==================== block 1
Block 1, signal wires by layer:
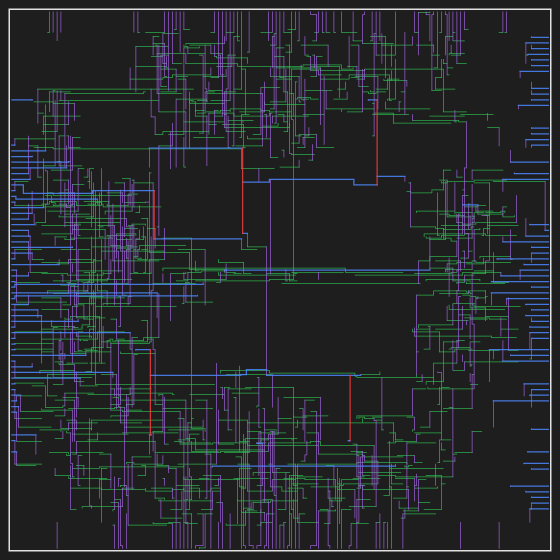

**config.mk**
```make
export PLATFORM = sky130hd
export DESIGN_NAME = snitch_sb_issue
export DESIGN_NICKNAME = d
export VERILOG_FILES = /design/src/rtl/snitch_sb_issue_pkg.sv /design/src/rtl/snitch_sb_issue_oreg.sv /design/src/rtl/snitch_sb_issue.sv
export SDC_FILE = /design/constraint.sdc
export NUM_CORES = 1
export LEC_CHECK = 0
export CAP_MARGIN = 20
export CORE_MARGIN = 4
export CORE_UTILIZATION = 30
export CTS_BUF_LIST = sky130_fd_sc_hd__clkbuf_2
export DETAILED_ROUTE_END_ITERATION = 8
export PLACE_DENSITY = 0.67
export SYNTH_ARGS = -nofsm -noshare
export SYNTH_HDL_FRONTEND = slang
export SYNTH_SLANG_ARGS = --single-unit
```
**constraint.sdc**
```tcl
create_clock -name clk_i -period 2.15 [get_ports clk_i]
set_clock_uncertainty 0.2 [all_clocks]
set_input_delay 0.43 -clock clk_i [delete_from_list [all_inputs] [get_ports clk_i]]
set_output_delay 0.43 -clock clk_i [all_outputs]
set_load 0.005 [all_outputs]
```
**src/rtl/snitch_sb_issue_pkg.sv**
```systemverilog
// Shared types and constants for the FP scoreboard issue gate.
package snitch_sb_issue_pkg;

  // Number of addresses checked per instruction: rs1, rs2, rs3 and rd.
  localparam int unsigned SbNumTestAddrs = 4;

  typedef enum logic [1:0] {
    StEmpty,
    StCheck,
    StHazard,
    StBlocked
  } sb_issue_state_e;

  // RAW on any read source, or WAW on rd.
  function automatic logic sb_hazard(
    input logic [SbNumTestAddrs-1:0] present,
    input logic [2:0]                rs_used,
    input logic                      rd_used
  );
    return (|(present[2:0] & rs_used)) | (present[3] & rd_used);
  endfunction

endpackage

```
**src/rtl/snitch_sb_issue_oreg.sv**
```systemverilog
// One-entry valid/ready output register carrying the issued op and its one-hot tag.
module snitch_sb_issue_oreg
  import snitch_sb_issue_pkg::*;
#(
  parameter int unsigned DataWidth = 32,
  parameter int unsigned Depth     = 4
) (
  input  logic                 clk_i,
  input  logic                 rst_ni,
  input  logic                 in_valid_i,
  output logic                 in_ready_o,
  input  logic [DataWidth-1:0] in_op_i,
  input  logic [Depth-1:0]     in_tag_i,
  output logic                 out_valid_o,
  input  logic                 out_ready_i,
  output logic [DataWidth-1:0] out_op_o,
  output logic [Depth-1:0]     out_tag_o
);

  // Refill in the same cycle the consumer drains, giving full throughput.
  assign in_ready_o = ~out_valid_o | out_ready_i;

  always_ff @(posedge clk_i or negedge rst_ni) begin
    if (!rst_ni) begin
      out_valid_o <= 1'b0;
      out_op_o    <= '0;
      out_tag_o   <= '0;
    end else begin
      if (in_valid_i & in_ready_o) begin
        out_valid_o <= 1'b1;
        out_op_o    <= in_op_i;
        out_tag_o   <= in_tag_i;
      end else if (out_ready_i) begin
        out_valid_o <= 1'b0;
      end
    end
  end

endmodule

```
**src/rtl/snitch_sb_issue.sv**
```systemverilog
// FPU issue gate: holds one FP instruction until the scoreboard reports no hazard.
// Optional stall perf counters enabled by defining SNITCH_SB_ISSUE_PERF_EN.
module snitch_sb_issue
  import snitch_sb_issue_pkg::*;
#(
  parameter int unsigned AddrWidth = 5,
  parameter int unsigned Depth     = 4,
  parameter int unsigned DataWidth = 32,
  parameter int unsigned CntWidth  = 32
) (
  input  logic                                clk_i,
  input  logic                                rst_ni,
  input  logic                                flush_i,
  input  logic                                in_valid_i,
  output logic                                in_ready_o,
  input  logic [3*AddrWidth-1:0]              in_rs_i,
  input  logic [2:0]                          in_rs_used_i,
  input  logic [AddrWidth-1:0]                in_rd_i,
  input  logic                                in_rd_used_i,
  input  logic [DataWidth-1:0]                in_op_i,
  output logic [SbNumTestAddrs*AddrWidth-1:0] sb_test_addr_o,
  input  logic [SbNumTestAddrs-1:0]           sb_test_present_i,
  input  logic                                sb_full_i,
  input  logic [Depth-1:0]                    sb_entry_index_i,
  output logic [AddrWidth-1:0]                sb_push_addr_o,
  output logic                                sb_push_valid_o,
  output logic [Depth-1:0]                    sb_pop_index_o,
  output logic                                sb_pop_valid_o,
  output logic                                fpu_valid_o,
  input  logic                                fpu_ready_i,
  output logic [DataWidth-1:0]                fpu_op_o,
  output logic [Depth-1:0]                    fpu_tag_o,
  input  logic                                wb_valid_i,
  input  logic [Depth-1:0]                    wb_tag_i,
  output logic [CntWidth-1:0]                 stall_raw_cnt_o,
  output logic [CntWidth-1:0]                 stall_full_cnt_o
);

  sb_issue_state_e state;

  logic [3*AddrWidth-1:0] h_rs;
  logic [2:0]             h_rs_used;
  logic [AddrWidth-1:0]   h_rd;
  logic                   h_rd_used;
  logic [DataWidth-1:0]   h_op;

  logic h_valid;
  logic hazard;
  logic oreg_ready;
  logic can_issue;
  logic accept;
  logic [Depth-1:0] issue_tag;

  assign h_valid        = (state != StEmpty);
  assign sb_test_addr_o = {h_rd, h_rs};
  assign hazard         = sb_hazard(sb_test_present_i, h_rs_used, h_rd_used);

  // Ops without rd need no scoreboard slot, so a full scoreboard cannot block them.
  assign can_issue = h_valid & ~hazard & ~(h_rd_used & sb_full_i) & oreg_ready;

  // Flush never blocks an issue, but it does block a refill of the hold register.
  assign in_ready_o = ((state == StEmpty) | can_issue) & ~flush_i;
  assign accept     = in_valid_i & in_ready_o;

  assign sb_push_valid_o = can_issue & h_rd_used;
  assign sb_push_addr_o  = h_rd;
  assign issue_tag       = h_rd_used ? sb_entry_index_i : '0;

  assign sb_pop_valid_o = wb_valid_i & (|wb_tag_i);
  assign sb_pop_index_o = wb_tag_i;

  always_ff @(posedge clk_i or negedge rst_ni) begin
    if (!rst_ni) begin
      state     <= StEmpty;
      h_rs      <= '0;
      h_rs_used <= '0;
      h_rd      <= '0;
      h_rd_used <= 1'b0;
      h_op      <= '0;
    end else begin
      if (accept) begin
        h_rs      <= in_rs_i;
        h_rs_used <= in_rs_used_i;
        h_rd      <= in_rd_i;
        h_rd_used <= in_rd_used_i;
        h_op      <= in_op_i;
      end
      if (can_issue) begin
        state <= accept ? StCheck : StEmpty;
      end else if (flush_i) begin
        state <= StEmpty;
      end else if (state == StEmpty) begin
        state <= accept ? StCheck : StEmpty;
      end else begin
        state <= hazard ? StHazard : StBlocked;
      end
    end
  end

  snitch_sb_issue_oreg #(
    .DataWidth(DataWidth),
    .Depth    (Depth)
  ) i_oreg (
    .clk_i      (clk_i),
    .rst_ni     (rst_ni),
    .in_valid_i (can_issue),
    .in_ready_o (oreg_ready),
    .in_op_i    (h_op),
    .in_tag_i   (issue_tag),
    .out_valid_o(fpu_valid_o),
    .out_ready_i(fpu_ready_i),
    .out_op_o   (fpu_op_o),
    .out_tag_o  (fpu_tag_o)
  );

`ifdef SNITCH_SB_ISSUE_PERF_EN
  logic [CntWidth-1:0] raw_cnt;
  logic [CntWidth-1:0] full_cnt;

  // Saturating stall counters; flush does not touch them.
  always_ff @(posedge clk_i or negedge rst_ni) begin
    if (!rst_ni) begin
      raw_cnt  <= '0;
      full_cnt <= '0;
    end else begin
      if ((state == StHazard) && (raw_cnt != '1)) begin
        raw_cnt <= raw_cnt + CntWidth'(1);
      end
      if ((state == StBlocked) && (full_cnt != '1)) begin
        full_cnt <= full_cnt + CntWidth'(1);
      end
    end
  end

  assign stall_raw_cnt_o  = raw_cnt;
  assign stall_full_cnt_o = full_cnt;
`else
  assign stall_raw_cnt_o  = '0;
  assign stall_full_cnt_o = '0;
`endif

endmodule

```
==================== block 2
===== src/rtl/uart_lite_slave.sv =====
// AXI4-Lite UART peripheral: 8N1 TX/RX with FIFOs, STAT/CTRL registers.
// Optional interrupt output enabled by defining UART_INTR_EN.
module uart_lite_slave #(
  parameter int unsigned CLKS_PER_BIT = 868,
  parameter int unsigned FIFO_DEPTH   = 16
) (
  input  logic        CLK,
  input  logic        RST_N,
  input  logic [3:0]  AWADDR,
  input  logic        AWVALID,
  output logic        AWREADY,
  input  logic [31:0] WDATA,
  input  logic [3:0]  WSTRB,
  input  logic        WVALID,
  output logic        WREADY,
  output logic [1:0]  BRESP,
  output logic        BVALID,
  input  logic        BREADY,
  input  logic [3:0]  ARADDR,
  input  logic        ARVALID,
  output logic        ARREADY,
  output logic [31:0] RDATA,
  output logic [1:0]  RRESP,
  output logic        RVALID,
  input  logic        RREADY,
  input  logic        RXD,
  output logic        TXD
`ifdef UART_INTR_EN
  ,
  output logic        INTERRUPT
`endif
);

  localparam int unsigned AW = $clog2(FIFO_DEPTH);
  localparam int unsigned CW = $clog2(CLKS_PER_BIT);
  localparam logic [CW-1:0] BIT_LAST  = CW'(CLKS_PER_BIT - 1);
  localparam logic [CW-1:0] HALF_LAST = CW'(CLKS_PER_BIT / 2 - 1);

  typedef enum logic [1:0] {S_IDLE, S_START, S_DATA, S_STOP} state_t;

  // AXI handshake registers
  logic        r_awready, r_bvalid, r_arready, r_rvalid;
  logic [31:0] r_rdata;
  logic        w_wr_fire, w_rd_fire;

  // FIFO storage and pointers
  logic [7:0]  r_tx_mem [FIFO_DEPTH];
  logic [7:0]  r_rx_mem [FIFO_DEPTH];
  logic [AW:0] r_tx_wr, r_tx_rd, r_rx_wr, r_rx_rd;
  logic        w_tx_empty, w_tx_full, w_rx_valid, w_rx_full;
  logic        w_tx_push, w_tx_pop, w_tx_flush;
  logic        w_rx_push, w_rx_pop, w_rx_flush;

  // serial engines
  state_t      r_tx_state, r_rx_state;
  logic [CW-1:0] r_tx_cnt, r_rx_cnt;
  logic [2:0]  r_tx_bitn, r_rx_bitn;
  logic [7:0]  r_tx_shreg, r_rx_shreg;
  logic        r_txd;
  logic        r_rx_s1, r_rx_s2, r_rx_s3;
  logic        w_tx_tick, w_rx_tick, w_rx_stop_smp;

  logic        r_ovr, r_ferr, w_ovr_set, w_ferr_set, w_stat_clr;
  logic        w_intr_bit;
  logic [31:0] w_stat;
  logic        w_unused;

  assign w_unused = ^{WDATA[31:8], WSTRB[3:1], AWADDR[1:0], ARADDR[1:0]};

  assign AWREADY = r_awready;
  assign WREADY  = r_awready;
  assign BVALID  = r_bvalid;
  assign BRESP   = '0;
  assign ARREADY = r_arready;
  assign RVALID  = r_rvalid;
  assign RDATA   = r_rdata;
  assign RRESP   = '0;
  assign TXD     = r_txd;

  assign w_wr_fire = r_awready & AWVALID & WVALID;
  assign w_rd_fire = r_arready & ARVALID;

  assign w_tx_empty = (r_tx_wr == r_tx_rd);
  assign w_tx_full  = (r_tx_wr[AW] != r_tx_rd[AW]) && (r_tx_wr[AW-1:0] == r_tx_rd[AW-1:0]);
  assign w_rx_valid = (r_rx_wr != r_rx_rd);
  assign w_rx_full  = (r_rx_wr[AW] != r_rx_rd[AW]) && (r_rx_wr[AW-1:0] == r_rx_rd[AW-1:0]);

  assign w_tx_tick = (r_tx_cnt == BIT_LAST);
  assign w_rx_tick = (r_rx_cnt == BIT_LAST);
  assign w_tx_pop  = !w_tx_empty && ((r_tx_state == S_IDLE) || (r_tx_state == S_STOP && w_tx_tick));
  assign w_tx_flush = w_wr_fire && AWADDR[3:2] == 2'd3 && WSTRB[0] && WDATA[0];
  assign w_tx_push  = w_wr_fire && AWADDR[3:2] == 2'd1 && WSTRB[0] && (!w_tx_full || w_tx_pop);

  assign w_rx_stop_smp = (r_rx_state == S_STOP) && w_rx_tick;
  assign w_rx_flush = w_wr_fire && AWADDR[3:2] == 2'd3 && WSTRB[0] && WDATA[1];
  assign w_rx_pop   = w_rd_fire && ARADDR[3:2] == 2'd0 && w_rx_valid;
  // a pop in the same cycle frees the slot, so a full FIFO still accepts
  assign w_rx_push  = w_rx_stop_smp && r_rx_s2 && (!w_rx_full || w_rx_pop);
  assign w_ovr_set  = w_rx_stop_smp && r_rx_s2 && w_rx_full && !w_rx_pop && !w_rx_flush;
  assign w_ferr_set = w_rx_stop_smp && !r_rx_s2;
  assign w_stat_clr = w_rd_fire && ARADDR[3:2] == 2'd2;

  assign w_stat = {25'd0, r_ferr, r_ovr, w_intr_bit, w_tx_full, w_tx_empty, w_rx_full, w_rx_valid};

  always_ff @(posedge CLK) begin
    if (!RST_N) begin
      r_awready <= 1'b0;
      r_bvalid  <= 1'b0;
      r_arready <= 1'b0;
      r_rvalid  <= 1'b0;
      r_rdata   <= '0;
    end else begin
      r_awready <= AWVALID && WVALID && !r_bvalid && !r_awready;
      if (w_wr_fire)   r_bvalid <= 1'b1;
      else if (BREADY) r_bvalid <= 1'b0;
      r_arready <= ARVALID && !r_rvalid && !r_arready;
      if (w_rd_fire) begin
        r_rvalid <= 1'b1;
        case (ARADDR[3:2])
          2'd0:    r_rdata <= w_rx_valid ? {24'd0, r_rx_mem[r_rx_rd[AW-1:0]]} : '0;
          2'd2:    r_rdata <= w_stat;
          default: r_rdata <= '0;
        endcase
      end else if (RREADY) begin
        r_rvalid <= 1'b0;
      end
    end
  end

  always_ff @(posedge CLK) begin
    if (w_tx_push) r_tx_mem[r_tx_wr[AW-1:0]] <= WDATA[7:0];
    if (w_rx_push && !w_rx_flush) r_rx_mem[r_rx_wr[AW-1:0]] <= r_rx_shreg;
  end

  always_ff @(posedge CLK) begin
    if (!RST_N) begin
      r_tx_wr <= '0;
      r_tx_rd <= '0;
      r_rx_wr <= '0;
      r_rx_rd <= '0;
      r_ovr   <= 1'b0;
      r_ferr  <= 1'b0;
    end else begin
      if (w_tx_flush) begin
        r_tx_wr <= '0;
        r_tx_rd <= '0;
      end else begin
        if (w_tx_push) r_tx_wr <= r_tx_wr + 1'b1;
        if (w_tx_pop)  r_tx_rd <= r_tx_rd + 1'b1;
      end
      if (w_rx_flush) begin
        r_rx_wr <= '0;
        r_rx_rd <= '0;
      end else begin
        if (w_rx_push) r_rx_wr <= r_rx_wr + 1'b1;
        if (w_rx_pop)  r_rx_rd <= r_rx_rd + 1'b1;
      end
      r_ovr  <= (r_ovr  & ~w_stat_clr) | w_ovr_set;
      r_ferr <= (r_ferr & ~w_stat_clr) | w_ferr_set;
    end
  end

  // TX: the STOP exit reloads directly so consecutive frames abut
  always_ff @(posedge CLK) begin
    if (!RST_N) begin
      r_tx_state <= S_IDLE;
      r_tx_cnt   <= '0;
      r_tx_bitn  <= '0;
      r_tx_shreg <= '0;
      r_txd      <= 1'b1;
    end else begin
      case (r_tx_state)
        S_IDLE: begin
          r_txd    <= 1'b1;
          r_tx_cnt <= '0;
          if (w_tx_pop) begin
            r_tx_shreg <= r_tx_mem[r_tx_rd[AW-1:0]];
            r_txd      <= 1'b0;
            r_tx_state <= S_START;
          end
        end
        S_START: begin
          if (w_tx_tick) begin
            r_tx_cnt   <= '0;
            r_tx_bitn  <= '0;
            r_txd      <= r_tx_shreg[0];
            r_tx_state <= S_DATA;
          end else begin
            r_tx_cnt <= r_tx_cnt + 1'b1;
          end
        end
        S_DATA: begin
          if (w_tx_tick) begin
            r_tx_cnt <= '0;
            if (r_tx_bitn == 3'd7) begin
              r_txd      <= 1'b1;
              r_tx_state <= S_STOP;
            end else begin
              r_tx_shreg <= r_tx_shreg >> 1;
              r_txd      <= r_tx_shreg[1];
              r_tx_bitn  <= r_tx_bitn + 1'b1;
            end
          end else begin
            r_tx_cnt <= r_tx_cnt + 1'b1;
          end
        end
        default: begin
          if (w_tx_tick) begin
            r_tx_cnt <= '0;
            if (w_tx_pop) begin
              r_tx_shreg <= r_tx_mem[r_tx_rd[AW-1:0]];
              r_txd      <= 1'b0;
              r_tx_state <= S_START;
            end else begin
              r_txd      <= 1'b1;
              r_tx_state <= S_IDLE;
            end
          end else begin
            r_tx_cnt <= r_tx_cnt + 1'b1;
          end
        end
      endcase
    end
  end

  // RX: sampling points are anchored half a bit after the detected falling edge
  always_ff @(posedge CLK) begin
    if (!RST_N) begin
      r_rx_s1    <= 1'b1;
      r_rx_s2    <= 1'b1;
      r_rx_s3    <= 1'b1;
      r_rx_state <= S_IDLE;
      r_rx_cnt   <= '0;
      r_rx_bitn  <= '0;
      r_rx_shreg <= '0;
    end else begin
      r_rx_s1 <= RXD;
      r_rx_s2 <= r_rx_s1;
      r_rx_s3 <= r_rx_s2;
      case (r_rx_state)
        S_IDLE: begin
          r_rx_cnt <= '0;
          if (r_rx_s3 && !r_rx_s2) r_rx_state <= S_START;
        end
        S_START: begin
          if (r_rx_cnt == HALF_LAST) begin
            r_rx_cnt   <= '0;
            r_rx_bitn  <= '0;
            r_rx_state <= r_rx_s2 ? S_IDLE : S_DATA;
          end else begin
            r_rx_cnt <= r_rx_cnt + 1'b1;
          end
        end
        S_DATA: begin
          if (w_rx_tick) begin
            r_rx_cnt   <= '0;
            r_rx_shreg <= {r_rx_s2, r_rx_shreg[7:1]};
            if (r_rx_bitn == 3'd7) r_rx_state <= S_STOP;
            else                   r_rx_bitn  <= r_rx_bitn + 1'b1;
          end else begin
            r_rx_cnt <= r_rx_cnt + 1'b1;
          end
        end
        default: begin
          if (w_rx_tick) begin
            r_rx_cnt   <= '0;
            r_rx_state <= S_IDLE;
          end else begin
            r_rx_cnt <= r_rx_cnt + 1'b1;
          end
        end
      endcase
    end
  end

`ifdef UART_INTR_EN
  logic r_intr_en, r_rx_valid_d, r_tx_empty_d, r_intr;

  always_ff @(posedge CLK) begin
    if (!RST_N) begin
      r_intr_en    <= 1'b0;
      r_rx_valid_d <= 1'b0;
      r_tx_empty_d <= 1'b1;
      r_intr       <= 1'b0;
    end else begin
      if (w_wr_fire && AWADDR[3:2] == 2'd3 && WSTRB[0]) r_intr_en <= WDATA[4];
      r_rx_valid_d <= w_rx_valid;
      r_tx_empty_d <= w_tx_empty;
      r_intr <= r_intr_en && ((w_rx_valid && !r_rx_valid_d) || (w_tx_empty && !r_tx_empty_d));
    end
  end

  assign INTERRUPT  = r_intr;
  assign w_intr_bit = r_intr_en;
`else
  assign w_intr_bit = 1'b0;
`endif

endmodule


===== config.mk =====
export PLATFORM = sky130hd
export DESIGN_NAME = uart_lite_slave
export DESIGN_NICKNAME = d
export VERILOG_FILES = /design/src/rtl/uart_lite_slave.sv
export SDC_FILE = /design/constraint.sdc
export NUM_CORES = 1
export LEC_CHECK = 0
export CAP_MARGIN = 15
export CELL_PAD_IN_SITES_DETAIL_PLACEMENT = 0
export CELL_PAD_IN_SITES_GLOBAL_PLACEMENT = 1
export CORE_UTILIZATION = 40
export DETAILED_ROUTE_END_ITERATION = 7
export PLACE_DENSITY = 0.74
export SLEW_MARGIN = 20
export SYNTH_ARGS = -nofsm -noshare
export SYNTH_HDL_FRONTEND = slang
export SYNTH_SLANG_ARGS = --single-unit

===== constraint.sdc =====
create_clock -name CLK -period 3 [get_ports CLK]
set_input_delay 0.3 -clock CLK [delete_from_list [all_inputs] [get_ports CLK]]
set_output_delay 0.3 -clock CLK [all_outputs]
set_load 0.01 [all_outputs]

Block 1, cell classes on the final placement:
Bar = 50 um. Fill, decap, tap and diode cells in gray.
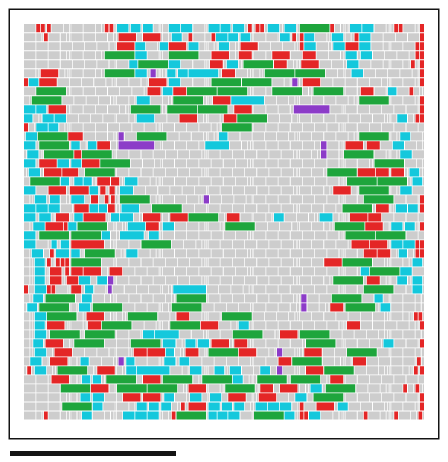
Key: remaining logic cells = red [cells 183]; clock drivers and dummy loads = purple [cells 15]; remaining buffers and delay cells = cyan [cells 191]; registers = green [cells 95]

Notes on 'signal wires by layer' of block 1 above:
Key: M1 = green [wire length 4110 um]; M4 = red [wire length 88.4 um]; M2 = purple [wire length 4850 um]; M3 = blue [wire length 1040 um]
vias after detailed routing: 2738
drt total wl: 10.08 mm
post-DR wirelength/cell: 15.09 um
global router's overall resource usage: 0.1211

==> out/qor.csv, block 1 <==
stage,metric,value,unit
final_layout,most used logic cell in the final layout,sky130_fd_sc_hd__dfrtp_1,
final_timing,pin slew with the least headroom to its limit,0.6000,ns
pwr,total clock network power,0.000970,W
final_timing,final number of setup-violating endpoints,55,
final_timing,least setup slack across all paths after layout,-0.2343,ns
yosys,post-synthesis register bit count,95,
pwr,heaviest power group,registers,
placed_design,Cell Count Post-Placement,618,
status,violations in the final reports,setup timing,
status,result of the run,"finished, violations left",
final_timing,final total negative setup slack,-6.314,ns
worst_setup_path,Critical path origin,h_rs_used[2]$_DFFE_PN0N_,
worst_setup_path,worst path required time,1.52,ns
global_route,number of global-route vias before repair,2982,
final_layout,FF+latch count,95,
clock_tree,CTS hold repair buffers,2,
clock_tree,Root Buffer Master,sky130_fd_sc_hd__clkbuf_2,
worst_setup_path,kind of start point of the critical path,flip-flop,
final_layout,multi-input logic portion of the cell area,0.2673,
Block 2, cell outlines without signal wires:
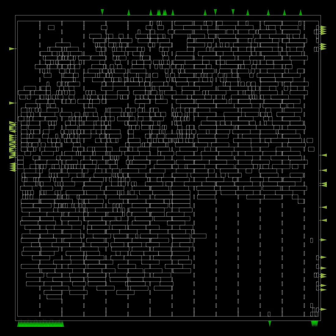
FF+latch count: 348
fill cell total of the finished layout: 3003

==> out/qor.csv, block 2 <==
stage,metric,value,unit
status,result of the run,"finished, final reports clean",
yosys,number of distinct library cell variants in the gate-level netlist after synthesis,66,
global_route,met3 routing resource usage after global routing,0.02846,
yosys,most repeated cell in the gate-level netlist after synthesis,sky130_fd_sc_hd__edfxtp_1,
detailed_routing,wire length on met3,1.429,mm
global_route,antenna violations before repair,0,
worst_setup_path,Stages on worst setup path,7,
clock_tree,CTS hold repair buffers,0,
final_timing,RSZ-0062 raised after global routing,no,
detailed_routing,detailed-route wire length on metal 1,13.62,mm
final_timing,final number of setup-violating endpoints,0,
final_layout,sequential cell area,9532,um2
detailed_routing,sum of met2 wire segment lengths after detailed routing,13.91,mm
final_timing,least setup slack across all paths after layout,0.3654,ns
clock_tree,maximum clock insertion buffer count,3,
global_route,most utilized layer in the global route result,met2,
detailed_routing,highest metal layer used by the detailed router,met4,
clock_tree,clock-pin transition on the worst setup and hold timing paths,0.06,ns
yosys,mapped cell area,14330,um2
worst_setup_path,FF-to-FF setup slack,0.37,ns
detailed_routing,post-detailed-route count of antenna-violating nets,0,
final_layout,fraction of area in clock buffers and inverters,0.06787,
worst_setup_path,largest driver fanout on the critical path,6,
global_route,number of global-route vias before repair,8062,
final_timing,highest attainable clock frequency,0.3796,GHz
worst_setup_path,cell chain of the critical path,ha_1 > nor4bb_2 > nand4b_1 > a221oi_4 > nand2_1 > nor2_1 > buf_4,
final_layout,Post-Layout Inst Area,16550,um2
final_timing,final period utilization,0.8782,
yosys,cell accounting for the most synthesized area,sky130_fd_sc_hd__edfxtp_1,
final_layout,filler-free cell count of the finished design,1519,


==> notes/layouts.md <==
Pictures saved along the way, in no particular order.

Metal 1.
Supply wires on this layer in gray.
panel A
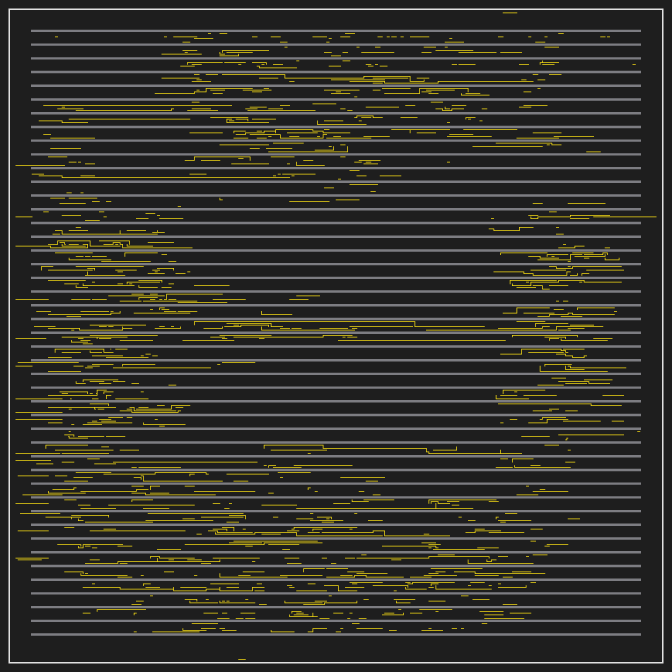
panel B
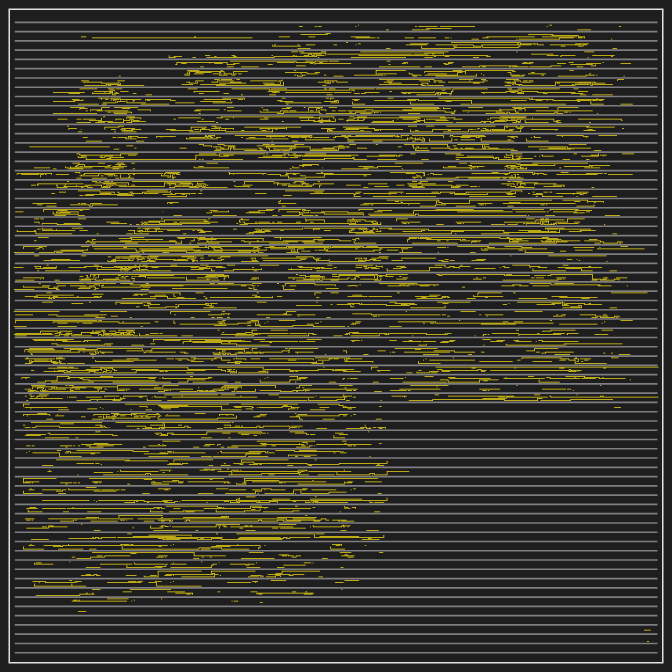
For block 1, see panel A.
For block 2, see panel B.

Power figures rest on the tool's default switching activity, not on a simulated workload.
